# vqc_layer_sequencer

vqc_layer_sequencer, gate-type map:
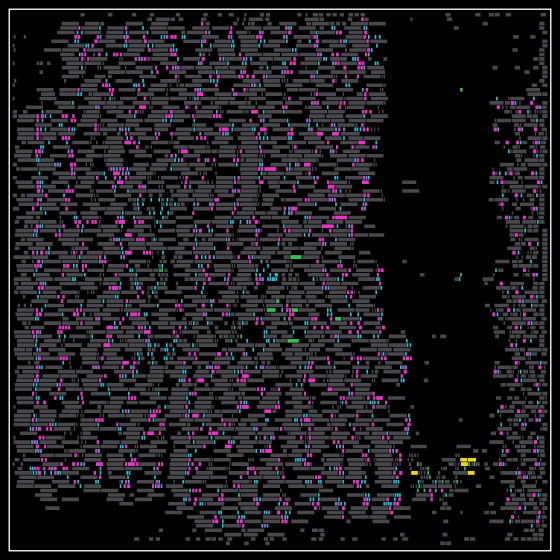

**src/rtl/vqc_layer_sequencer.sv**
```systemverilog
// rtl/vqc_layer_sequencer.sv - sequences single-qubit gate layers over a shared 1-qubit complex matmul
module vqc_layer_sequencer #(
  parameter int N          = 16,
  parameter int MAX_LAYERS = 8,
  parameter int MM_LAT     = 0
) (
  input  logic                              clk,
  input  logic                              rst,
  input  logic                              start,
  input  logic [$clog2(MAX_LAYERS+1)-1:0]   n_layers,
  input  logic [0:3][N-1:0]                 init_state,
  input  logic                              cfg_we,
  input  logic [$clog2(MAX_LAYERS*8)-1:0]   cfg_addr,
  input  logic [N-1:0]                      cfg_data,
  output logic                              cfg_err,
  output logic                              busy,
  output logic                              done,
  output logic [$clog2(MAX_LAYERS)-1:0]     layer_idx,
  output logic [0:7][N-1:0]                 mm_matrix,
  output logic [0:3][N-1:0]                 mm_vector,
  input  logic [0:3][N-1:0]                 mm_result,
  output logic [0:3][N-1:0]                 psi_out,
  output logic                              psi_valid
);

  localparam int LW    = $clog2(MAX_LAYERS+1);
  localparam int CW    = (MM_LAT > 0) ? $clog2(MM_LAT+1) : 1;
  localparam int DEPTH = MAX_LAYERS*8;

  typedef enum logic [1:0] {S_IDLE, S_LOAD, S_EXEC, S_DONE} state_t;

  state_t          state, state_nx;
  logic [LW-1:0]   num_layers;
  logic [CW-1:0]   wait_cnt;
  logic [0:3][N-1:0] psi;
  logic [N-1:0]    gate_mem [DEPTH];

  logic capture, last_layer, wr_window, addr_ok;

  assign capture    = (wait_cnt == CW'(MM_LAT));
  assign last_layer = (32'(layer_idx) + 32'd1 == 32'(num_layers));
  assign wr_window  = (state == S_IDLE) || (state == S_DONE);
  assign addr_ok    = (32'(cfg_addr) < DEPTH);

  assign busy      = (state == S_LOAD) || (state == S_EXEC);
  assign done      = (state == S_DONE);
  assign mm_vector = psi;
  assign psi_out   = psi;

  for (genvar e = 0; e < 8; e++) begin : g_mat
    assign mm_matrix[e] = gate_mem[{layer_idx, 3'(e)}];
  end

  always_comb begin
    state_nx = state;
    case (state)
      S_IDLE: if (start) state_nx = S_LOAD;
      S_LOAD: state_nx = S_EXEC;
      // An empty run still spends one EXEC cycle so done lands after the second edge.
      S_EXEC: if (num_layers == '0 || (capture && last_layer)) state_nx = S_DONE;
      S_DONE: state_nx = S_IDLE;
      default: state_nx = S_IDLE;
    endcase
  end

  always_ff @(posedge clk or posedge rst) begin
    if (rst) begin
      state      <= S_IDLE;
      num_layers <= '0;
      wait_cnt   <= '0;
      layer_idx  <= '0;
      psi        <= '0;
      psi_valid  <= 1'b0;
      cfg_err    <= 1'b0;
    end else begin
      state   <= state_nx;
      cfg_err <= cfg_we && !(wr_window && addr_ok);
      case (state)
        S_IDLE: begin
          if (start) begin
            num_layers <= (32'(n_layers) > MAX_LAYERS) ? LW'(MAX_LAYERS) : n_layers;
            psi_valid  <= 1'b0;
          end
        end
        S_LOAD: begin
          psi       <= init_state;
          layer_idx <= '0;
          wait_cnt  <= '0;
        end
        S_EXEC: begin
          if (num_layers != '0) begin
            if (capture) begin
              psi      <= mm_result;
              wait_cnt <= '0;
              if (!last_layer) layer_idx <= layer_idx + 1'b1;
            end else begin
              wait_cnt <= wait_cnt + 1'b1;
            end
          end
        end
        S_DONE: psi_valid <= 1'b1;
        default: ;
      endcase
    end
  end

  // Gate memory survives reset; writes only land outside a run and in range.
  always_ff @(posedge clk) begin
    if (cfg_we && wr_window && addr_ok) gate_mem[cfg_addr] <= cfg_data;
  end

endmodule

```
**config.mk**
```make
export PLATFORM = sky130hd
export DESIGN_NAME = vqc_layer_sequencer
export DESIGN_NICKNAME = d
export VERILOG_FILES = /design/src/rtl/vqc_layer_sequencer.sv
export SDC_FILE = /design/constraint.sdc
export NUM_CORES = 1
export LEC_CHECK = 0
export ABC_AREA = 1
export CAP_MARGIN = 20
export CORE_UTILIZATION = 40
export DETAILED_ROUTE_END_ITERATION = 16
export GPL_ROUTABILITY_DRIVEN = 0
export SYNTH_ARGS = -nofsm -noshare
export SYNTH_HDL_FRONTEND = slang
export SYNTH_SLANG_ARGS = --single-unit
```
**constraint.sdc**
```tcl
create_clock -name clk -period 3.35 [get_ports clk]
set_clock_uncertainty 0.05 [all_clocks]
set_input_delay 0.5025 -clock clk [delete_from_list [all_inputs] [get_ports clk]]
set_output_delay 0.5025 -clock clk [all_outputs]
set_load 0.01 [all_outputs]
```
# stopwatch_core

$ cat src/rtl/stopwatch_pkg.sv
// Shared types and helpers for the BCD stopwatch engine.
//   state_t   : control states of the stopwatch
//   BCD_BITS  : bits per BCD digit
//   BCD_MAX   : largest legal BCD digit value
//   clamp_bcd : saturates an out-of-range nibble to BCD_MAX
package stopwatch_pkg;

  typedef enum logic [1:0] {
    IDLE    = 2'd0,
    RUNNING = 2'd1,
    PAUSED  = 2'd2,
    EXPIRED = 2'd3
  } state_t;

  localparam int unsigned BCD_BITS = 4;
  localparam int unsigned BCD_MAX  = 9;

  // Nibbles A..F are not BCD; treat them as 9.
  function automatic logic [BCD_BITS-1:0] clamp_bcd(input logic [BCD_BITS-1:0] d);
    return (d > BCD_BITS'(BCD_MAX)) ? BCD_BITS'(BCD_MAX) : d;
  endfunction

endpackage

$ cat src/rtl/bcd_digit.sv
// One BCD digit of the stopwatch count with ripple carry/borrow.
// Ports:
//   clk, rst_n     : clock, synchronous active-low reset
//   clr            : zero the digit
//   ld, ld_value   : load a preset (clamped to 9)
//   step_en        : a count step is taking place this cycle
//   up_down        : 1 = increment, 0 = decrement
//   carry_in       : lower digits ripple into this one (tie 1 on the LSD)
//   digit          : current digit value
//   carry_out      : this digit rolls 9 -> 0 when stepped up
//   borrow_out     : this digit rolls 0 -> 9 when stepped down
module bcd_digit
  import stopwatch_pkg::*;
(
  input  logic                clk,
  input  logic                rst_n,
  input  logic                clr,
  input  logic                ld,
  input  logic [BCD_BITS-1:0] ld_value,
  input  logic                step_en,
  input  logic                up_down,
  input  logic                carry_in,
  output logic [BCD_BITS-1:0] digit,
  output logic                carry_out,
  output logic                borrow_out
);

  logic [BCD_BITS-1:0] r_digit;

  // Digit register: clear > load > step.
  always_ff @(posedge clk) begin
    if (!rst_n) begin
      r_digit <= '0;
    end else if (clr) begin
      r_digit <= '0;
    end else if (ld) begin
      r_digit <= clamp_bcd(ld_value);
    end else if (step_en && carry_in) begin
      if (up_down) begin
        r_digit <= (r_digit == BCD_BITS'(BCD_MAX)) ? '0 : BCD_BITS'(r_digit + 1'b1);
      end else begin
        r_digit <= (r_digit == '0) ? BCD_BITS'(BCD_MAX) : BCD_BITS'(r_digit - 1'b1);
      end
    end
  end

  assign digit      = r_digit;
  assign carry_out  = carry_in & (r_digit == BCD_BITS'(BCD_MAX));
  assign borrow_out = carry_in & (r_digit == '0);

endmodule

$ cat src/rtl/stopwatch_core.sv
// BCD stopwatch/timer engine: prescaled tick, run/pause/expire control,
// countdown to zero, lap hold and parallel load.
// Ports:
//   clk, rst_n  : clock, synchronous active-low reset
//   start_stop  : pulse, toggle run/pause (restart from EXPIRED only counting up)
//   clear       : pulse, zero count and go IDLE
//   load        : pulse, load clamped load_value and go IDLE
//   load_value  : packed BCD preset
//   up_down     : count direction, used at each tick
//   lap         : pulse, freeze/unfreeze the displayed number
//   count       : live BCD count
//   number      : display value (count or held lap)
//   running     : state is RUNNING
//   lap_hold    : number shows the held lap
//   expired     : state is EXPIRED
//   wrap        : pulse, count rolled from all-9s to 0
//   tick        : prescaler pulse (RUNNING only)
module stopwatch_core
  import stopwatch_pkg::*;
#(
  parameter int unsigned NUMBER_OF_DIGITS            = 4,
  parameter int unsigned BOARD_CLOCK_FREQUENCY_IN_HZ = 100_000_000,
  parameter int unsigned TICK_FREQUENCY_IN_HZ        = 100
) (
  input  logic                                 clk,
  input  logic                                 rst_n,
  input  logic                                 start_stop,
  input  logic                                 clear,
  input  logic                                 load,
  input  logic [BCD_BITS*NUMBER_OF_DIGITS-1:0] load_value,
  input  logic                                 up_down,
  input  logic                                 lap,
  output logic [BCD_BITS*NUMBER_OF_DIGITS-1:0] count,
  output logic [BCD_BITS*NUMBER_OF_DIGITS-1:0] number,
  output logic                                 running,
  output logic                                 lap_hold,
  output logic                                 expired,
  output logic                                 wrap,
  output logic                                 tick
);

  localparam int unsigned W   = BCD_BITS * NUMBER_OF_DIGITS;
  localparam int unsigned DIV = BOARD_CLOCK_FREQUENCY_IN_HZ / TICK_FREQUENCY_IN_HZ;
  localparam int unsigned PW  = (DIV > 1) ? $clog2(DIV) : 1;
  localparam logic [PW-1:0] PS_LAST = PW'(DIV - 1);

  state_t                r_state, w_state_next;
  logic [PW-1:0]         r_presc, w_presc_next;
  logic [W-1:0]          r_lap;
  logic                  r_lap_hold;
  logic                  r_wrap;

  logic [W-1:0]          w_count;
  logic                  w_tick;
  logic                  w_upper_zero;
  logic                  w_count_zero;
  logic                  w_down_to_zero;
  logic                  w_step_en;
  logic                  w_wrap;
  logic                  w_lap_ok;
  logic [NUMBER_OF_DIGITS:0]   w_ripple;
  logic [NUMBER_OF_DIGITS-1:0] w_carry;
  logic [NUMBER_OF_DIGITS-1:0] w_borrow;

  assign w_tick = (r_state == RUNNING) && (r_presc == PS_LAST);

  // All digits above the LSD are zero.
  always_comb begin
    w_upper_zero = 1'b1;
    for (int i = 1; i < int'(NUMBER_OF_DIGITS); i++) begin
      if (w_count[i*BCD_BITS +: BCD_BITS] != '0) w_upper_zero = 1'b0;
    end
  end

  assign w_count_zero   = w_upper_zero && (w_count[BCD_BITS-1:0] == '0);
  // A down tick from 1 or 0 lands on 0 and expires the timer.
  assign w_down_to_zero = w_tick && !up_down && w_upper_zero &&
                          (w_count[BCD_BITS-1:0] <= BCD_BITS'(1));
  // Never borrow below zero.
  assign w_step_en      = w_tick && (up_down || !w_count_zero);
  assign w_wrap         = w_step_en && up_down && w_ripple[NUMBER_OF_DIGITS];

  // Digit chain; the ripple signal is carry when counting up, borrow when down.
  assign w_ripple[0] = 1'b1;
  for (genvar g = 0; g < int'(NUMBER_OF_DIGITS); g++) begin : g_digit
    bcd_digit u_digit (
      .clk        (clk),
      .rst_n      (rst_n),
      .clr        (clear),
      .ld         (load && !clear),
      .ld_value   (load_value[g*BCD_BITS +: BCD_BITS]),
      .step_en    (w_step_en),
      .up_down    (up_down),
      .carry_in   (w_ripple[g]),
      .digit      (w_count[g*BCD_BITS +: BCD_BITS]),
      .carry_out  (w_carry[g]),
      .borrow_out (w_borrow[g])
    );
    assign w_ripple[g+1] = up_down ? w_carry[g] : w_borrow[g];
  end

  // State and prescaler registers.
  always_ff @(posedge clk) begin
    if (!rst_n) begin
      r_state <= IDLE;
      r_presc <= '0;
    end else begin
      r_state <= w_state_next;
      r_presc <= w_presc_next;
    end
  end

  // Next state and prescaler; expiry takes precedence over a coincident pause.
  always_comb begin
    w_state_next = r_state;
    w_presc_next = r_presc;
    if (clear || load) begin
      w_state_next = IDLE;
      w_presc_next = '0;
    end else begin
      case (r_state)
        IDLE: begin
          w_presc_next = '0;
          if (start_stop) w_state_next = RUNNING;
        end
        RUNNING: begin
          w_presc_next = w_tick ? '0 : PW'(r_presc + 1'b1);
          if (w_down_to_zero) w_state_next = EXPIRED;
          else if (start_stop) w_state_next = PAUSED;
        end
        PAUSED: begin
          if (start_stop) w_state_next = RUNNING;
        end
        EXPIRED: begin
          w_presc_next = '0;
          if (start_stop && up_down) w_state_next = RUNNING;
        end
        default: begin
          w_state_next = IDLE;
          w_presc_next = '0;
        end
      endcase
    end
  end

  // Lap only acts in an otherwise command-free cycle while counting or paused.
  assign w_lap_ok = lap && !start_stop && ((r_state == RUNNING) || (r_state == PAUSED));

  // Lap register, lap hold flag and wrap pulse.
  always_ff @(posedge clk) begin
    if (!rst_n) begin
      r_lap      <= '0;
      r_lap_hold <= 1'b0;
      r_wrap     <= 1'b0;
    end else begin
      r_wrap <= w_wrap && !clear && !load;
      if (clear || load) begin
        r_lap_hold <= 1'b0;
      end else if (w_lap_ok) begin
        if (r_lap_hold) begin
          r_lap_hold <= 1'b0;
        end else begin
          r_lap      <= w_count;
          r_lap_hold <= 1'b1;
        end
      end
    end
  end

  assign count    = w_count;
  assign number   = r_lap_hold ? r_lap : w_count;
  assign running  = (r_state == RUNNING);
  assign expired  = (r_state == EXPIRED);
  assign lap_hold = r_lap_hold;
  assign wrap     = r_wrap;
  assign tick     = w_tick;

endmodule

$ cat config.mk
export PLATFORM = sky130hd
export DESIGN_NAME = stopwatch_core
export DESIGN_NICKNAME = d
export VERILOG_FILES = /design/src/rtl/stopwatch_pkg.sv /design/src/rtl/bcd_digit.sv /design/src/rtl/stopwatch_core.sv
export SDC_FILE = /design/constraint.sdc
export NUM_CORES = 1
export LEC_CHECK = 0
export CAP_MARGIN = 20
export CELL_PAD_IN_SITES_DETAIL_PLACEMENT = 0
export CELL_PAD_IN_SITES_GLOBAL_PLACEMENT = 1
export CORE_ASPECT_RATIO = 0.6
export CORE_MARGIN = 5
export CORE_UTILIZATION = 39
export CTS_CLUSTER_DIAMETER = 100
export DETAILED_ROUTE_END_ITERATION = 7
export PLACE_DENSITY = 0.83
export SYNTH_ARGS = -nofsm -noshare
export SYNTH_HDL_FRONTEND = slang
export SYNTH_SLANG_ARGS = --single-unit
$ cat constraint.sdc
create_clock -name clk -period 2.6 [get_ports clk]
set_input_delay 0.39 -clock clk [delete_from_list [all_inputs] [get_ports clk]]
set_output_delay 0.39 -clock clk [all_outputs]
set_load 0.02 [all_outputs]
# tt_wb_sel_ctrl

$ cat config.mk
export PLATFORM = sky130hd
export DESIGN_NAME = tt_wb_sel_ctrl
export DESIGN_NICKNAME = d
export VERILOG_FILES = /design/src/rtl/tt_wb_sel_ctrl.sv
export SDC_FILE = /design/constraint.sdc
export NUM_CORES = 1
export LEC_CHECK = 0
export CORE_AREA = 4 4 85 87
export CTS_CLUSTER_SIZE = 14
export DETAILED_ROUTE_END_ITERATION = 16
export DIE_AREA = 0 0 89 91
export GPL_ROUTABILITY_DRIVEN = 0
export GPL_TIMING_DRIVEN = 0
export PLACE_DENSITY = 0.74
export REMOVE_ABC_BUFFERS = 1
export SYNTH_ARGS = -nofsm -noshare
export SYNTH_HDL_FRONTEND = slang
export SYNTH_SLANG_ARGS = --single-unit
$ cat constraint.sdc
create_clock -name wb_clk_i -period 3.2 [get_ports wb_clk_i]
set_input_delay 0.64 -clock wb_clk_i [delete_from_list [all_inputs] [get_ports wb_clk_i]]
set_output_delay 0.64 -clock wb_clk_i [all_outputs]
set_load 0.02 [all_outputs]
$ cat src/rtl/tt_wb_sel_ctrl.sv
// tt_wb_sel_ctrl
//
// Wishbone slave that lets the management core pick a TinyTapeout user
// design. Firmware writes a target address and a GO bit. The block then
// drives the mux select reset pulse, the right number of increment pulses
// and finally the enable, without firmware toggling the pins by hand.
//
// Registers (word index = wbs_adr_i[3:2]):
//   0 CTRL   : bit0 GO (write 1 to start, reads 0), bit1 ENA_REQ (R/W)
//   1 TARGET : [ADDR_W-1:0] design address (R/W)
//   2 STATUS : bit0 busy, bit1 done, [16+ADDR_W-1:16] current step count (RO)
//   3        : reads 0, writes ignored
//
// Ports:
//   wb_clk_i, wb_rst_ni       clock and asynchronous active-low reset
//   wbs_stb_i/cyc_i/we_i      Wishbone classic strobe, cycle, write enable
//   wbs_adr_i, wbs_dat_i      byte address and write data
//   wbs_sel_i                 byte selects (ignored, writes are full word)
//   wbs_ack_o, wbs_dat_o      registered acknowledge and read data
//   sel_rst_n_o               mux select reset, active low
//   sel_inc_o                 mux select increment
//   ena_o                     enable for the selected design
//   busy_o                    high while a selection sequence runs

module tt_wb_sel_ctrl #(
    parameter logic [31:0] BASE_ADR = 32'h3000_0000,
    parameter int          ADDR_W   = 9,
    parameter int          PULSE_W  = 2
) (
    input  logic        wb_clk_i,
    input  logic        wb_rst_ni,
    input  logic        wbs_stb_i,
    input  logic        wbs_cyc_i,
    input  logic        wbs_we_i,
    input  logic [31:0] wbs_adr_i,
    input  logic [31:0] wbs_dat_i,
    input  logic [3:0]  wbs_sel_i,
    output logic        wbs_ack_o,
    output logic [31:0] wbs_dat_o,
    output logic        sel_rst_n_o,
    output logic        sel_inc_o,
    output logic        ena_o,
    output logic        busy_o
);

    localparam int TMR_W = (PULSE_W > 1) ? $clog2(PULSE_W) : 1;
    localparam logic [TMR_W-1:0] TMR_LAST = TMR_W'(PULSE_W - 1);

    typedef enum logic [2:0] {
        S_IDLE,
        S_RST,
        S_RREC,
        S_INC_HI,
        S_INC_LO,
        S_FIN
    } state_t;

    state_t              state;
    state_t              state_next;
    logic [TMR_W-1:0]    timer;
    logic                phase_done;
    logic [ADDR_W-1:0]   tgt;
    logic [ADDR_W-1:0]   cnt;
    logic                done;
    logic                ena_req;
    logic [ADDR_W-1:0]   target_reg;

    logic                adr_match;
    logic                bus_req;
    logic                wr_en;
    logic [1:0]          reg_idx;
    logic                go_start;
    logic [31:0]         status_word;
    logic [31:0]         rd_data;
    logic                unused_inputs;

    assign adr_match = (wbs_adr_i[31:4] == BASE_ADR[31:4]);
    // The ~ack term ends every access after one acked cycle, so a strobe
    // that is held high is acknowledged on alternating cycles.
    assign bus_req   = wbs_stb_i & wbs_cyc_i & adr_match & ~wbs_ack_o;
    assign wr_en     = bus_req & wbs_we_i;
    assign reg_idx   = wbs_adr_i[3:2];
    assign go_start  = wr_en && (reg_idx == 2'd0) && wbs_dat_i[0] && (state == S_IDLE);
    assign phase_done = (timer == TMR_LAST);

    assign unused_inputs = ^{wbs_sel_i, wbs_adr_i[1:0], wbs_dat_i};

    // Live status word; busy comes straight from the state register so a
    // read during a sequence sees the step count as it advances.
    always_comb begin
        status_word              = '0;
        status_word[0]           = busy_o;
        status_word[1]           = done;
        status_word[16 +: ADDR_W] = cnt;
    end

    // Read multiplexer; GO always reads back as zero.
    always_comb begin
        rd_data = '0;
        case (reg_idx)
            2'd0: rd_data[1] = ena_req;
            2'd1: rd_data[ADDR_W-1:0] = target_reg;
            2'd2: rd_data = status_word;
            default: rd_data = '0;
        endcase
    end

    // Bus handshake: ack and read data are registered together so data is
    // valid exactly in the ack cycle, and zero otherwise.
    always_ff @(posedge wb_clk_i or negedge wb_rst_ni) begin
        if (!wb_rst_ni) begin
            wbs_ack_o <= 1'b0;
            wbs_dat_o <= '0;
        end else begin
            wbs_ack_o <= bus_req;
            wbs_dat_o <= bus_req ? rd_data : 32'd0;
        end
    end

    // Firmware-visible registers. TARGET may change during a sequence; the
    // running sequence works from its own latched copy in tgt.
    always_ff @(posedge wb_clk_i or negedge wb_rst_ni) begin
        if (!wb_rst_ni) begin
            ena_req    <= 1'b0;
            target_reg <= '0;
        end else if (wr_en) begin
            if (reg_idx == 2'd0) begin
                ena_req <= wbs_dat_i[1];
            end
            if (reg_idx == 2'd1) begin
                target_reg <= wbs_dat_i[ADDR_W-1:0];
            end
        end
    end

    // Phase timer: every pulse phase lasts PULSE_W cycles. It restarts at
    // each phase boundary and sits at zero outside the timed states.
    always_ff @(posedge wb_clk_i or negedge wb_rst_ni) begin
        if (!wb_rst_ni) begin
            timer <= '0;
        end else if ((state == S_IDLE) || (state == S_FIN) || phase_done) begin
            timer <= '0;
        end else begin
            timer <= timer + 1'b1;
        end
    end

    // Sequence datapath. The step count advances when an increment pulse
    // ends, and the exit test compares for equality, so the maximum target
    // finishes without cnt ever wrapping past tgt.
    always_ff @(posedge wb_clk_i or negedge wb_rst_ni) begin
        if (!wb_rst_ni) begin
            tgt  <= '0;
            cnt  <= '0;
            done <= 1'b0;
        end else if (go_start) begin
            tgt  <= target_reg;
            cnt  <= '0;
            done <= 1'b0;
        end else begin
            if ((state == S_INC_HI) && phase_done) begin
                cnt <= cnt + 1'b1;
            end
            if (state == S_FIN) begin
                done <= 1'b1;
            end
        end
    end

    // State register.
    always_ff @(posedge wb_clk_i or negedge wb_rst_ni) begin
        if (!wb_rst_ni) begin
            state <= S_IDLE;
        end else begin
            state <= state_next;
        end
    end

    // Next state and pin outputs. Outputs decode directly from the state so
    // an asynchronous reset drops them at once without stretching a pulse.
    always_comb begin
        state_next  = state;
        sel_rst_n_o = 1'b1;
        sel_inc_o   = 1'b0;
        busy_o      = 1'b1;
        case (state)
            S_IDLE: begin
                busy_o = 1'b0;
                if (go_start) begin
                    state_next = S_RST;
                end
            end
            S_RST: begin
                sel_rst_n_o = 1'b0;
                if (phase_done) begin
                    state_next = S_RREC;
                end
            end
            S_RREC: begin
                if (phase_done) begin
                    state_next = (tgt == '0) ? S_FIN : S_INC_HI;
                end
            end
            S_INC_HI: begin
                sel_inc_o = 1'b1;
                if (phase_done) begin
                    state_next = S_INC_LO;
                end
            end
            S_INC_LO: begin
                if (phase_done) begin
                    state_next = (cnt == tgt) ? S_FIN : S_INC_HI;
                end
            end
            S_FIN: begin
                state_next = S_IDLE;
            end
            default: begin
                state_next = S_IDLE;
            end
        endcase
    end

    // The design is never enabled while the selection is moving.
    assign ena_o = ena_req & ~busy_o;

endmodule

stopwatch_core, signal wires on met3:
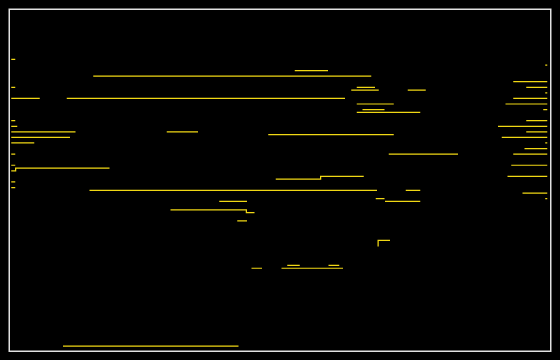
longest straight run: 69.9 microns
share of all routed wire: 6.4%
main direction: horizontal

==> results.ini, stopwatch_core <==
[placement]
place_area_sq_um = 4280

[synth]
edf_count = 0
netlist_area_sq_um = 3480
adder_share = 0.0216
synth_seq_share = 0.322
topCombFamilyByArea = simple AND/OR/NAND/NOR gates
ys_chip_area_sq_um = 3480
ys_cells = 428
synth-seq-cells = 56
top_cell_area_share = 0.322
syn_area_per_cell_sq_um = 8.12
yosysWarnings = 0
synth-async-reset-ratio = 0

[pwr]
pg_seq_mw = 0.886
p_int_mw = 1.45
vdd_ir_drop_max_mv = 0.262
clk-power_mw = 0.764
pwr-share-comb = 0.140
total_power_mw = 1.92
pwr-share-seq = 0.462
p_sw_mw = 0.471

[clocking]
worstSkewPairLatency_ns = 0.29
numCtsBuffers = 5
post_cts_buffers = 0

[sta]
slew_headroom = 0.584
final-max-slew-violation-count = 0
finalClockPeriodUsage = 0.917
setup_ws_ns = 0.215
rsz0062_at_grt = false
finalCriticalPeriod_ns = 2.39
worst_pin_slew_ns = 0.623

[detailed_routing]
routed-wl-met2_microns = 3950
drt-total-wl_microns = 9730
drc = 0
dr_wl_met3_microns = 617
vias = 3207
routedWlPerCell_microns = 16.1

[global_routing]
overflow = 0
grt_usage = 0.177
grt-busiest-layer = met1
first_global_vias = 3104

[worst_setup_path]
cp-end-kind = output port
rrSetupSlack_ns = 0.31
critPathMaxStageDelay_ns = 0.36
critical-path-top-delay-family = buffers and inverters
crit_required_ns = 2.21
crit_fanout = 4
startpoint = r_state[1]
crit_cells = 7

[cells_and_area]
lay_top_count = clkdlybuf4s50_1
largest-register = r_presc
comb_share = 0.491
n_all_inverters = 14
mostFrequentLayoutCells = clkdlybuf4s50_1 (58), dfxtp_1 (56), nor2_1 (51)
largest_reg_flops = 20
final_util = 0.518

[die]
die_x_microns = 132
core_sq_um = 8590

[min_path]
min_path_cells = 2
min_path_type = flop to flop

[run_status]
run_status = finished, final reports clean

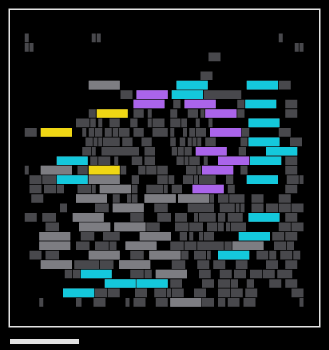
tt_wb_sel_ctrl: register map, names as in the netlist
Scale bar: 20 microns.
| netlist name | colour | sequential cells |
|---|---|---|
| wbs_dat_o | cyan | 18 |
| cnt | purple | 9 |
| state | yellow | 3 |
not coloured: 22
Sequential Area: 1300 sq um
sequential cell power: 0.656 mW
Seq/total area: 0.396

==> results.ini, tt_wb_sel_ctrl <==
[run_status]
run_status = finished, final reports clean

[cells_and_area]
seq_cells = 52
drive_above_1_share = 0.132

[clocking]
cts-root-buf = clkbuf_8
h-tree-depth = 2
cts_tree = yes
worstSkewPairLatency_ns = 0.30

[die]
dieHeight_microns = 91
core_sq_um = 6350
n_tap_cell = 77

[worst_setup_path]
cp-end-kind = flop
path_cells = clkdlybuf4s50_1 > nor4bb_1 > nand4_2 > nor4_4 > buf_6 > mux2_2

[sta]
final-max-slew-violation-count = 0
whs_ns = 0.323

[pwr]
p_sw_frac = 0.205
pwr-share-comb = 0.075
vdd_ir_drop_max_mv = 0.219

[detailed_routing]
ant_nets = 0
routedWlPerCell_microns = 14.8

[synth]
synth_area_leader_cell = dfrtp_1

vqc_layer_sequencer, signal wires on met3:
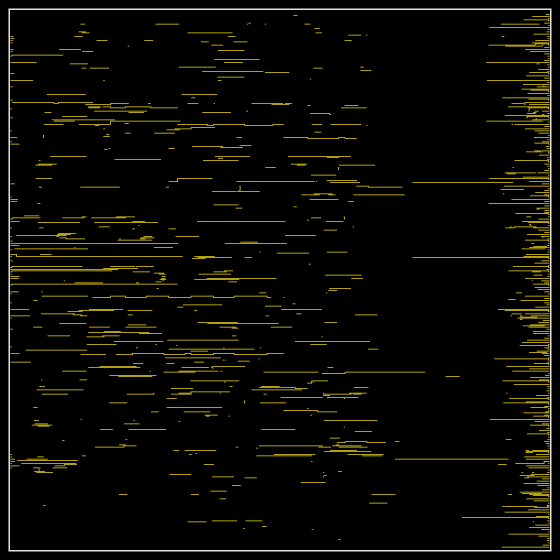
wire length on this layer: 8530 microns
main direction: horizontal
Routed WL: 134000 microns
routed via count: 29734
grt met3 use: 0.0440

Notes on 'gate-type map' of vqc_layer_sequencer above:
| family | colour | cells |
|---|---|---|
| inverters | green | 28 |
| inverting AOI/OAI gates | magenta | 836 |
| adder and majority cells | yellow | 5 |
| NOR gates | cyan | 772 |
Layout Cells excl Fill: 5569
most numerous logic cell after layout: edfxtp_1
Comb/total area: 0.181

==> results.ini, vqc_layer_sequencer <==
[run_status]
run_status = finished, final reports clean

[placement]
place_ws_ns = 0.198
hpwlAfterDp_microns = 77400

[pwr]
p_sw_frac = 0.357
vdd_ir_drop_max_mv = 0.521
pwr-share-comb = 0.376
p_per_area_nw_per_um2 = 831
pwr-share-seq = 0.357
p_sw_mw = 16.3
total_power_mw = 45.6

[synth]
ys_chip_area_sq_um = 43900
synth_seq_share = 0.742
yosysMostFrequentCell = edfxtp_1
synth-async-reset-ratio = 0.0682
simple_gate_area_frac = 0.116
syn_area_per_cell_sq_um = 12.2
syn_nets = 3766
synth-compound-area-share = 0.101
yosys.area_share.xor_xnor = 0
yosys-top-cells-area = edfxtp_1 (70%), nor2_1 (6.6%), o21ai_0 (5.0%)
mux_share = 0

[cells_and_area]
nets = 4228
clk_share = 0.0648
largest-register = gate_mem
comb.multi_input.count = 2188
buffer_area_frac = 0.123
drive_above_1_share = 0.114
largest_reg_flops = 1024
fill_cells = 9257

[worst_setup_path]
worstReg2RegStart = state[1]
path_cells = buf_12 > inv_16 > buf_16 > buf_4 > nor2_1 > o21ai_0 > a21oi_1 > a31oi_1 > clkdlybuf4s15_2
cp_data_arrival_time_ns = 2.75
critPathBufInv = 5
critical-path-top-delay-family = buffers and inverters
crit_fanout = 15
endpoint = mm_matrix[72]
startpoint = layer_idx[0]
start_kind = flop
cp-end-kind = output port

[clocking]
worstSkewPairLatency_ns = 0.70
cts_tree = yes
post_cts_buffers = 17
postCtsHoldBufs = 0
clock_path_buffers = 3
clkSlewWorstSetupHoldPaths_ns = 0.06
numCtsBuffers = 109

[global_routing]
grt_max_degree = 74
first_global_vias = 28329
grt_usage = 0.237
met2_usage = 0.403
grt-busiest-layer = met2

[die]
fp_util = 0.404
n_tap_cell = 1414
dieHeight_microns = 333

[sta]
final-max-slew-violation-count = 0
rsz0062_at_grt = true

[detailed_routing]
dr.first_iter.drc_count = 2425
drc = 0
met1_length_microns = 53800
drtPass1Iterations = 7
highest_layer = met5
via_per_inst = 5.34

[flow_run]
warning_count = 31


## Gallery

Signal wires on met2.
(a)
Scale bar: 50 microns.
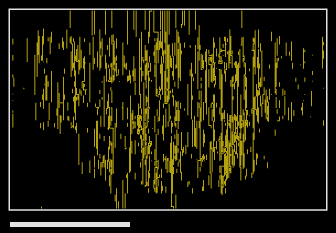
(b)
Scale bar: 100 microns.
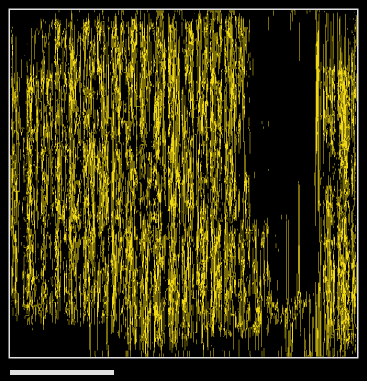
(c)
Scale bar: 20 microns.
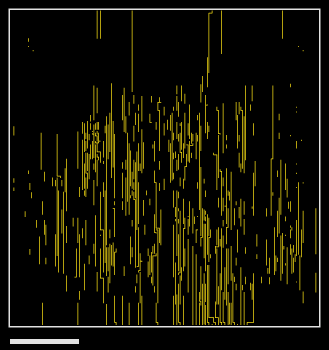
vqc_layer_sequencer: (b)
tt_wb_sel_ctrl: (c)
stopwatch_core: (a)
The one with the largest die is (b).
The one with the smallest die is (c).


# l2_arbiter_2port_flat

## src/rtl/l2_arbiter_2port_pkg.sv

```systemverilog
// Shared types and constants for the two-port L2 arbiter.
// Holds the FSM state encoding, port identifiers and the round-robin pick.
package l2_arb_pkg;

    typedef enum logic [1:0] {
        IDLE  = 2'd0,
        ISSUE = 2'd1,
        WAIT  = 2'd2,
        RESP  = 2'd3
    } arb_state_t;

    localparam logic PORT0 = 1'b0;
    localparam logic PORT1 = 1'b1;

    localparam int DEFAULT_CNT_WIDTH = 16;

    // Only meaningful when at least one request is high; on a tie the port
    // that did not win last time is chosen.
    function automatic logic pick_port(input logic req0,
                                       input logic req1,
                                       input logic last_grant);
        logic port;
        if (req0 && req1) begin
            port = (last_grant == PORT0) ? PORT1 : PORT0;
        end else if (req1) begin
            port = PORT1;
        end else begin
            port = PORT0;
        end
        return port;
    endfunction

endpackage

```

## src/rtl/l2_arbiter_2port_if.sv

```systemverilog
// Requester and L2 handshake bundle for the two-port L2 arbiter.
// The arbiter takes the slave view; requesters plus the L2 take the master view.
interface l2_arbiter_2port_if #(
    parameter int ADDR_WIDTH = 11,
    parameter int DATA_WIDTH = 32
);
    logic                  req0;
    logic [ADDR_WIDTH-1:0] addr0;
    logic                  req1;
    logic [ADDR_WIDTH-1:0] addr1;
    logic                  ack0;
    logic                  ack1;
    logic [DATA_WIDTH-1:0] resp_data;
    logic                  resp_hit;
    logic                  l2_read;
    logic [ADDR_WIDTH-1:0] l2_addr;
    logic                  l2_hit;
    logic [DATA_WIDTH-1:0] l2_rdata;

    modport slave (
        input  req0, addr0, req1, addr1, l2_hit, l2_rdata,
        output ack0, ack1, resp_data, resp_hit, l2_read, l2_addr
    );

    modport master (
        output req0, addr0, req1, addr1, l2_hit, l2_rdata,
        input  ack0, ack1, resp_data, resp_hit, l2_read, l2_addr
    );
endinterface

```

## src/rtl/l2_arbiter_2port_sat_counter.sv

```systemverilog
// Saturating statistics counter; a clear in the same cycle as an
// increment wins and leaves the count at zero.
module sat_counter
    import l2_arb_pkg::*;
#(
    parameter int WIDTH = DEFAULT_CNT_WIDTH
) (
    input  logic             clk,
    input  logic             rst,
    input  logic             clr,
    input  logic             inc,
    output logic [WIDTH-1:0] count
);
    localparam logic [WIDTH-1:0] CNT_MAX = '1;
    localparam logic [WIDTH-1:0] CNT_ONE = {{(WIDTH-1){1'b0}}, 1'b1};

    logic [WIDTH-1:0] count_r;

    // Count register: reset, clear, saturating increment, else hold.
    always_ff @(posedge clk) begin
        if (rst) begin
            count_r <= '0;
        end else if (clr) begin
            count_r <= '0;
        end else if (inc && (count_r != CNT_MAX)) begin
            count_r <= count_r + CNT_ONE;
        end else begin
            count_r <= count_r;
        end
    end

    assign count = count_r;
endmodule

```

## src/rtl/l2_arbiter_2port.sv

```systemverilog
// Round-robin arbiter sharing one L2 read port between the L1 I-side (port 0)
// and D-side (port 1) miss paths, with saturating per-port hit/miss counters.
module l2_arbiter_2port
    import l2_arb_pkg::*;
#(
    parameter int ADDR_WIDTH = 11,
    parameter int DATA_WIDTH = 32,
    parameter int CNT_WIDTH  = DEFAULT_CNT_WIDTH
) (
    input  logic                 clk,
    input  logic                 rst,
    l2_arbiter_2port_if.slave    bus,
    input  logic                 stats_clr,
    output logic                 busy,
    output logic [CNT_WIDTH-1:0] hit_cnt0,
    output logic [CNT_WIDTH-1:0] miss_cnt0,
    output logic [CNT_WIDTH-1:0] hit_cnt1,
    output logic [CNT_WIDTH-1:0] miss_cnt1
);
    arb_state_t            state_r;
    arb_state_t            next_state_s;
    logic                  grant_r;
    logic                  last_grant_r;
    logic                  req_any_s;
    logic                  pick_s;
    logic                  l2_read_r;
    logic                  busy_r;
    logic                  ack0_r;
    logic                  ack1_r;
    logic [ADDR_WIDTH-1:0] l2_addr_r;
    logic [DATA_WIDTH-1:0] resp_data_r;
    logic                  resp_hit_r;
    logic                  inc_hit0_s;
    logic                  inc_miss0_s;
    logic                  inc_hit1_s;
    logic                  inc_miss1_s;

    // Next-state logic and the arbitration decision.
    always_comb begin
        next_state_s = state_r;
        req_any_s    = bus.req0 | bus.req1;
        pick_s       = pick_port(bus.req0, bus.req1, last_grant_r);
        case (state_r)
            IDLE: begin
                if (req_any_s) begin
                    next_state_s = ISSUE;
                end else begin
                    next_state_s = IDLE;
                end
            end
            ISSUE:   next_state_s = WAIT;
            WAIT:    next_state_s = RESP;
            RESP:    next_state_s = IDLE;
            default: next_state_s = IDLE;
        endcase
    end

    // Counter increments happen on the WAIT cycle, when the L2 result is valid.
    always_comb begin
        inc_hit0_s  = 1'b0;
        inc_miss0_s = 1'b0;
        inc_hit1_s  = 1'b0;
        inc_miss1_s = 1'b0;
        if (state_r == WAIT) begin
            inc_hit0_s  = (grant_r == PORT0) &&  bus.l2_hit;
            inc_miss0_s = (grant_r == PORT0) && !bus.l2_hit;
            inc_hit1_s  = (grant_r == PORT1) &&  bus.l2_hit;
            inc_miss1_s = (grant_r == PORT1) && !bus.l2_hit;
        end else begin
            inc_hit0_s  = 1'b0;
            inc_miss0_s = 1'b0;
            inc_hit1_s  = 1'b0;
            inc_miss1_s = 1'b0;
        end
    end

    // FSM state register.
    always_ff @(posedge clk) begin
        if (rst) begin
            state_r <= IDLE;
        end else begin
            state_r <= next_state_s;
        end
    end

    // Registered outputs, grant bookkeeping and response capture.
    always_ff @(posedge clk) begin
        if (rst) begin
            grant_r      <= PORT0;
            last_grant_r <= PORT1;
            l2_read_r    <= 1'b0;
            busy_r       <= 1'b0;
            ack0_r       <= 1'b0;
            ack1_r       <= 1'b0;
            l2_addr_r    <= '0;
            resp_data_r  <= '0;
            resp_hit_r   <= 1'b0;
        end else begin
            l2_read_r <= (next_state_s == ISSUE);
            busy_r    <= (next_state_s != IDLE);
            ack0_r    <= (state_r == WAIT) && (grant_r == PORT0);
            ack1_r    <= (state_r == WAIT) && (grant_r == PORT1);
            if ((state_r == IDLE) && req_any_s) begin
                grant_r      <= pick_s;
                last_grant_r <= pick_s;
                l2_addr_r    <= (pick_s == PORT1) ? bus.addr1 : bus.addr0;
            end
            if (state_r == WAIT) begin
                resp_data_r <= bus.l2_rdata;
                resp_hit_r  <= bus.l2_hit;
            end
        end
    end

    assign bus.l2_read   = l2_read_r;
    assign bus.l2_addr   = l2_addr_r;
    assign bus.ack0      = ack0_r;
    assign bus.ack1      = ack1_r;
    assign bus.resp_data = resp_data_r;
    assign bus.resp_hit  = resp_hit_r;
    assign busy          = busy_r;

    sat_counter #(.WIDTH(CNT_WIDTH)) u_hit0 (
        .clk(clk), .rst(rst), .clr(stats_clr), .inc(inc_hit0_s), .count(hit_cnt0)
    );
    sat_counter #(.WIDTH(CNT_WIDTH)) u_miss0 (
        .clk(clk), .rst(rst), .clr(stats_clr), .inc(inc_miss0_s), .count(miss_cnt0)
    );
    sat_counter #(.WIDTH(CNT_WIDTH)) u_hit1 (
        .clk(clk), .rst(rst), .clr(stats_clr), .inc(inc_hit1_s), .count(hit_cnt1)
    );
    sat_counter #(.WIDTH(CNT_WIDTH)) u_miss1 (
        .clk(clk), .rst(rst), .clr(stats_clr), .inc(inc_miss1_s), .count(miss_cnt1)
    );
endmodule
```

## src/flat_wrapper.sv

```systemverilog
// flat-port wrapper written by rule: the top's interface ports become plain ports
module l2_arbiter_2port_flat import l2_arb_pkg::*;
#(
    parameter int ADDR_WIDTH = 11,
    parameter int DATA_WIDTH = 32,
    parameter int CNT_WIDTH  = DEFAULT_CNT_WIDTH
)
  (clk, rst, stats_clr, busy, hit_cnt0, miss_cnt0, hit_cnt1, miss_cnt1, bus_req0, bus_addr0, bus_req1, bus_addr1, bus_l2_hit, bus_l2_rdata, bus_ack0, bus_ack1, bus_resp_data, bus_resp_hit, bus_l2_read, bus_l2_addr);
  l2_arbiter_2port_if #(.ADDR_WIDTH(ADDR_WIDTH), .DATA_WIDTH(DATA_WIDTH)) bus_i ();
  input  logic clk;
  input  logic rst;
  input  logic stats_clr;
  output logic busy;
  output logic [CNT_WIDTH-1:0] hit_cnt0;
  output logic [CNT_WIDTH-1:0] miss_cnt0;
  output logic [CNT_WIDTH-1:0] hit_cnt1;
  output logic [CNT_WIDTH-1:0] miss_cnt1;
  input wire logic [$bits(bus_i.req0)-1:0] bus_req0;
  input wire logic [$bits(bus_i.addr0)-1:0] bus_addr0;
  input wire logic [$bits(bus_i.req1)-1:0] bus_req1;
  input wire logic [$bits(bus_i.addr1)-1:0] bus_addr1;
  input wire logic [$bits(bus_i.l2_hit)-1:0] bus_l2_hit;
  input wire logic [$bits(bus_i.l2_rdata)-1:0] bus_l2_rdata;
  output wire logic [$bits(bus_i.ack0)-1:0] bus_ack0;
  output wire logic [$bits(bus_i.ack1)-1:0] bus_ack1;
  output wire logic [$bits(bus_i.resp_data)-1:0] bus_resp_data;
  output wire logic [$bits(bus_i.resp_hit)-1:0] bus_resp_hit;
  output wire logic [$bits(bus_i.l2_read)-1:0] bus_l2_read;
  output wire logic [$bits(bus_i.l2_addr)-1:0] bus_l2_addr;
  assign bus_i.req0 = bus_req0;
  assign bus_i.addr0 = bus_addr0;
  assign bus_i.req1 = bus_req1;
  assign bus_i.addr1 = bus_addr1;
  assign bus_i.l2_hit = bus_l2_hit;
  assign bus_i.l2_rdata = bus_l2_rdata;
  assign bus_ack0 = bus_i.ack0;
  assign bus_ack1 = bus_i.ack1;
  assign bus_resp_data = bus_i.resp_data;
  assign bus_resp_hit = bus_i.resp_hit;
  assign bus_l2_read = bus_i.l2_read;
  assign bus_l2_addr = bus_i.l2_addr;
  l2_arbiter_2port #(.ADDR_WIDTH(ADDR_WIDTH), .DATA_WIDTH(DATA_WIDTH), .CNT_WIDTH(CNT_WIDTH)) u_core (.clk(clk), .rst(rst), .bus(bus_i), .stats_clr(stats_clr), .busy(busy), .hit_cnt0(hit_cnt0), .miss_cnt0(miss_cnt0), .hit_cnt1(hit_cnt1), .miss_cnt1(miss_cnt1));
endmodule
```

## config.mk

```make
export PLATFORM = sky130hd
export DESIGN_NAME = l2_arbiter_2port_flat
export DESIGN_NICKNAME = d
export VERILOG_FILES = /design/src/rtl/l2_arbiter_2port_pkg.sv /design/src/rtl/l2_arbiter_2port_if.sv /design/src/rtl/l2_arbiter_2port_sat_counter.sv /design/src/rtl/l2_arbiter_2port.sv /design/src/flat_wrapper.sv
export SDC_FILE = /design/constraint.sdc
export NUM_CORES = 1
export LEC_CHECK = 0
export CAP_MARGIN = 20
export CORE_UTILIZATION = 63
export DETAILED_ROUTE_END_ITERATION = 8
export DONT_BUFFER_PORTS = 1
export HOLD_SLACK_MARGIN = 0.12
export PLACE_DENSITY = 0.79
export SLEW_MARGIN = 20
export SYNTH_ARGS = -nofsm -noshare
export SYNTH_HDL_FRONTEND = slang
export SYNTH_SLANG_ARGS = --single-unit
```

## constraint.sdc

```tcl
create_clock -name clk -period 2.8 [get_ports clk]
set_input_delay 0.28 -clock clk [delete_from_list [all_inputs] [get_ports clk]]
set_output_delay 0.28 -clock clk [all_outputs]
set_load 0.02 [all_outputs]
```

# core_sequencer

## config.mk

```make
export PLATFORM = sky130hd
export DESIGN_NAME = core_sequencer
export DESIGN_NICKNAME = d
export VERILOG_FILES = /design/src/rtl/core_sequencer.sv
export SDC_FILE = /design/constraint.sdc
export NUM_CORES = 1
export LEC_CHECK = 0
export CAP_MARGIN = 40
export CORE_MARGIN = 3
export CORE_UTILIZATION = 45
export DETAILED_ROUTE_END_ITERATION = 7
export GPL_ROUTABILITY_DRIVEN = 0
export PLACE_DENSITY = 0.73
export SYNTH_ARGS = -nofsm -noshare
export SYNTH_HDL_FRONTEND = slang
export SYNTH_SLANG_ARGS = --single-unit
```

## constraint.sdc

```tcl
create_clock -name clk -period 5 [get_ports clk]
set_input_delay 0.75 -clock clk [delete_from_list [all_inputs] [get_ports clk]]
set_output_delay 0.75 -clock clk [all_outputs]
set_load 0.005 [all_outputs]
```

## src/rtl/core_sequencer.sv

```systemverilog
// core_sequencer: multi-cycle fetch/decode/exec/mem/write phase sequencer with halt, retire and stall counters.
module core_sequencer (
  input  logic        clk,
  input  logic        rst,
  input  logic        imem_ack,
  input  logic        mem_read,
  input  logic        mem_write,
  input  logic        data_in,
  input  logic        data_out,
  input  logic        dmem_ack,
  input  logic        in_valid,
  input  logic        out_ready,
  input  logic        halt_req,
  input  logic        resume,
  output logic [2:0]  state,
  output logic        imem_req,
  output logic        ir_we,
  output logic        dmem_req,
  output logic        in_pop,
  output logic        out_push,
  output logic        pc_we,
  output logic        halted,
  output logic [31:0] instret,
  output logic [31:0] stall_cnt
);
  typedef enum logic [2:0] {
    FETCH  = 3'd0,
    DECODE = 3'd1,
    EXEC   = 3'd2,
    MEM    = 3'd3,
    WRITE  = 3'd4,
    HALT   = 3'd5
  } state_t;
  state_t cur, nxt;
  logic stall;
  assign state    = cur;
  assign imem_req = cur == FETCH;
  always_ff @(posedge clk or negedge rst) begin
    if (!rst) begin
      cur       <= FETCH;
      instret   <= '0;
      stall_cnt <= '0;
    end else begin
      cur <= nxt;
      if (pc_we) instret <= instret + 32'd1;
      if (stall) stall_cnt <= stall_cnt + 32'd1;
    end
  end
  // strobes are gated by rst so they drop the moment reset asserts, without a clock
  always_comb begin
    nxt      = cur;
    stall    = 1'b0;
    ir_we    = 1'b0;
    dmem_req = 1'b0;
    in_pop   = 1'b0;
    out_push = 1'b0;
    pc_we    = 1'b0;
    halted   = 1'b0;
    if (rst) begin
      case (cur)
        FETCH: begin
          ir_we = imem_ack;
          stall = !imem_ack;
          nxt   = imem_ack ? DECODE : FETCH;
        end
        DECODE: nxt = EXEC;
        EXEC: begin
          if (data_in) begin
            in_pop = in_valid;
            stall  = !in_valid;
            nxt    = in_valid ? WRITE : EXEC;
          end else if (data_out) begin
            out_push = out_ready;
            stall    = !out_ready;
            nxt      = out_ready ? WRITE : EXEC;
          end else begin
            nxt = (mem_read || mem_write) ? MEM : WRITE;
          end
        end
        MEM: begin
          dmem_req = 1'b1;
          stall    = !dmem_ack;
          nxt      = dmem_ack ? WRITE : MEM;
        end
        WRITE: begin
          pc_we = 1'b1;
          nxt   = halt_req ? HALT : FETCH;
        end
        HALT: begin
          halted = 1'b1;
          nxt    = resume ? FETCH : HALT;
        end
        default: nxt = FETCH;
      endcase
    end
  end
endmodule

```

core_sequencer, track usage over the die:
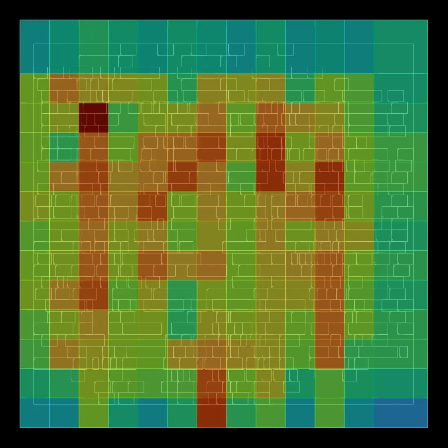
GRT met1 Usage: 0.269
met2 Usage GRT: 0.299
grt met3 use: 0.0797

==> results.ini, core_sequencer <==
[cells_and_area]
mi_logic_area_sq_um = 1810
instances_no_fill = 520
seq_cells = 67
num_antenna_cells = 0
buffer_area_frac = 0.183
clock_buffers = 9
final_area_sq_um = 4690
drive_above_1_share = 0.0998

[worst_setup_path]
path_cells = buf_2 > nand4bb_1 > nor3_1 > clkdlybuf4s50_1
endpoint = out_push

[clocking]
post_cts_buffers = 0

[synth]
synth_seq_share = 0.467
syn_nets = 348
topCombFamilyByArea = simple AND/OR/NAND/NOR gates
yosysWarnings = 0
edf_count = 0
adder_share = 0.00697
yosys.area_share.xor_xnor = 0.151
synth-async-reset-ratio = 1.00

[min_path]
min_path_type = input pin to async pin

[die]
fp_util = 0.480

[sta]
finalCriticalPeriod_ns = 3.04
fin_skew_ns = 0.00882
worst_pin_slew_ns = 0.601
max_freq_ghz = 0.328
rsz0062_at_grt = false

[pwr]
p_int_mw = 1.03
p_leak_nw = 2.02
p_sw_frac = 0.314

[detailed_routing]
drc = 0
ant_nets = 0

[flow_run]
warning_count = 26

[run_status]
run_status = finished, final reports clean

l2_arbiter_2port_flat, track usage over the die:
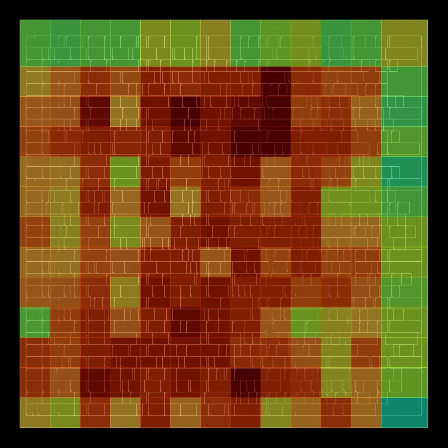
met2 Usage GRT: 0.773
gr busiest metal: met2

l2_arbiter_2port_flat, signal wires on met2:
Scale bar: 20 microns.
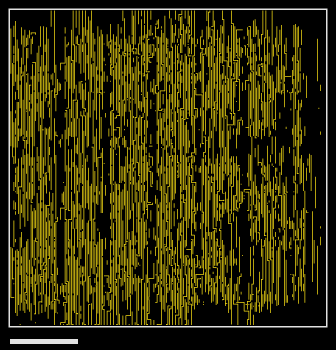
nets with wire on the layer: 693
longest straight run: 33.7 microns
share of all routed wire: 48%

==> results.ini, l2_arbiter_2port_flat <==
[run_status]
run_status = finished, final reports clean

[sta]
fin_skew_ns = 0.0142
rsz0062_at_grt = false
final-max-slew-violation-count = 0
slew_headroom = 0.466
totalNegativeSetupSlack_ns = 0
finalHoldViolCount = 0
setup_ws_ns = 0.160

[pwr]
pwr-share-seq = 0.413
clk-power_mw = 2.13
p_comb_mw = 0.921
p_int_mw = 3.45
p_clk_frac = 0.410
pg_seq_mw = 2.14
p_sw_mw = 1.74
vdd_ir_drop_max_mv = 0.446

[global_routing]
grt_usage = 0.469
grt_pass1_wl_microns = 31100
grt_util_met3 = 0.188

[synth]
ys_types = 54
yosys.area_share.xor_xnor = 0.00499
ys_chip_area_sq_um = 5270
yosysMostFrequentCell = dfxtp_1
syn_nets = 654
netlist_area_sq_um = 5270
top_cell_area_share = 0.441
synth_area_leader_cell = dfxtp_1
synth-seq-cells = 116
synth-compound-area-share = 0.165
topCombFamilyByArea = simple AND/OR/NAND/NOR gates
adder_share = 0.0166
yosys-top-cells-area = dfxtp_1 (44%), mux2i_1 (8.7%), a21oi_1 (4.5%)

[worst_setup_path]
critical-path-top-delay-family = buffers and inverters
critPathMaxStageDelay_ns = 0.65
critPathKind = input pin to flop
crit_cells = 7
startpoint = bus_req0
start_kind = input pin
endpoint = u_core.bus.l2_addr[10]
crit_fanout = 11
worstReg2RegStart = u_core.last_grant_r
r2r-end = u_core.bus.l2_addr[10]
rrSetupSlack_ns = 0.16

[cells_and_area]
buffers = 110
nets = 753
seq_cells = 116
n_all_inverters = 10
fill_cells = 304
clock_buffers = 17
final_area_sq_um = 6910
instances_no_fill = 801
largest_reg_flops = 32
comb_share = 0.404
comb.multi_input.count = 431

[clocking]
clkSlewWorstSetupHoldPaths_ns = 0.08
clock_path_buffers = 2
postCtsHoldBufs = 97
h-tree-depth = 4

[die]
die_x_microns = 93.4
dieHeight_microns = 93.4
rows = 32
core_sq_um = 7890

[detailed_routing]
met1_length_microns = 6630
drt-total-wl_microns = 19800
highest_layer = met4

[min_path]
min_path_type = input pin to flop
min_to = u_core.u_miss1.count[12]

[placement]
placed_cells = 672
place_area_sq_um = 5380



==> gallery <==
Track usage over the die.
panel A
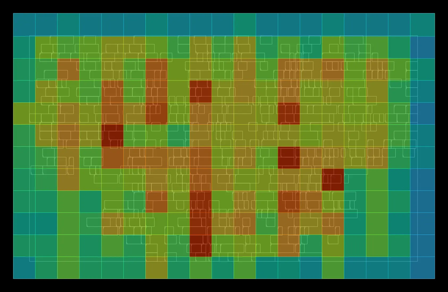
panel B
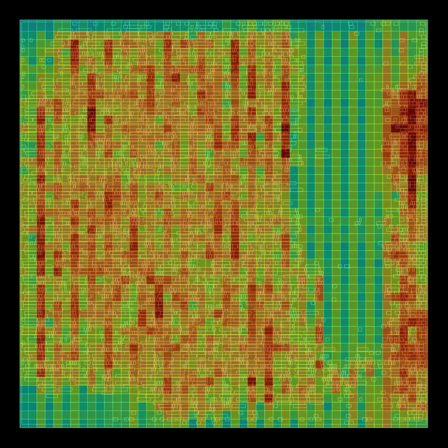
panel C
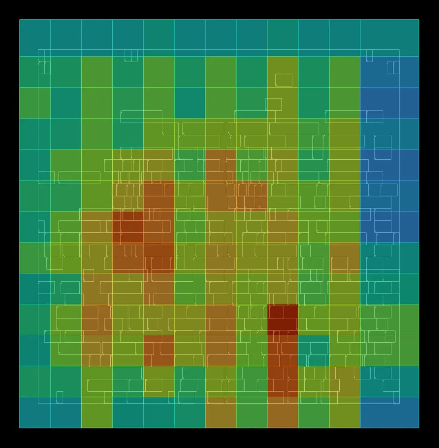
Of these, lowest track usage: panel C
Of these, highest track usage: panel B
vqc_layer_sequencer is panel B.
tt_wb_sel_ctrl is panel C.
stopwatch_core is panel A.

Power is estimated from default activity; no workload was simulated.
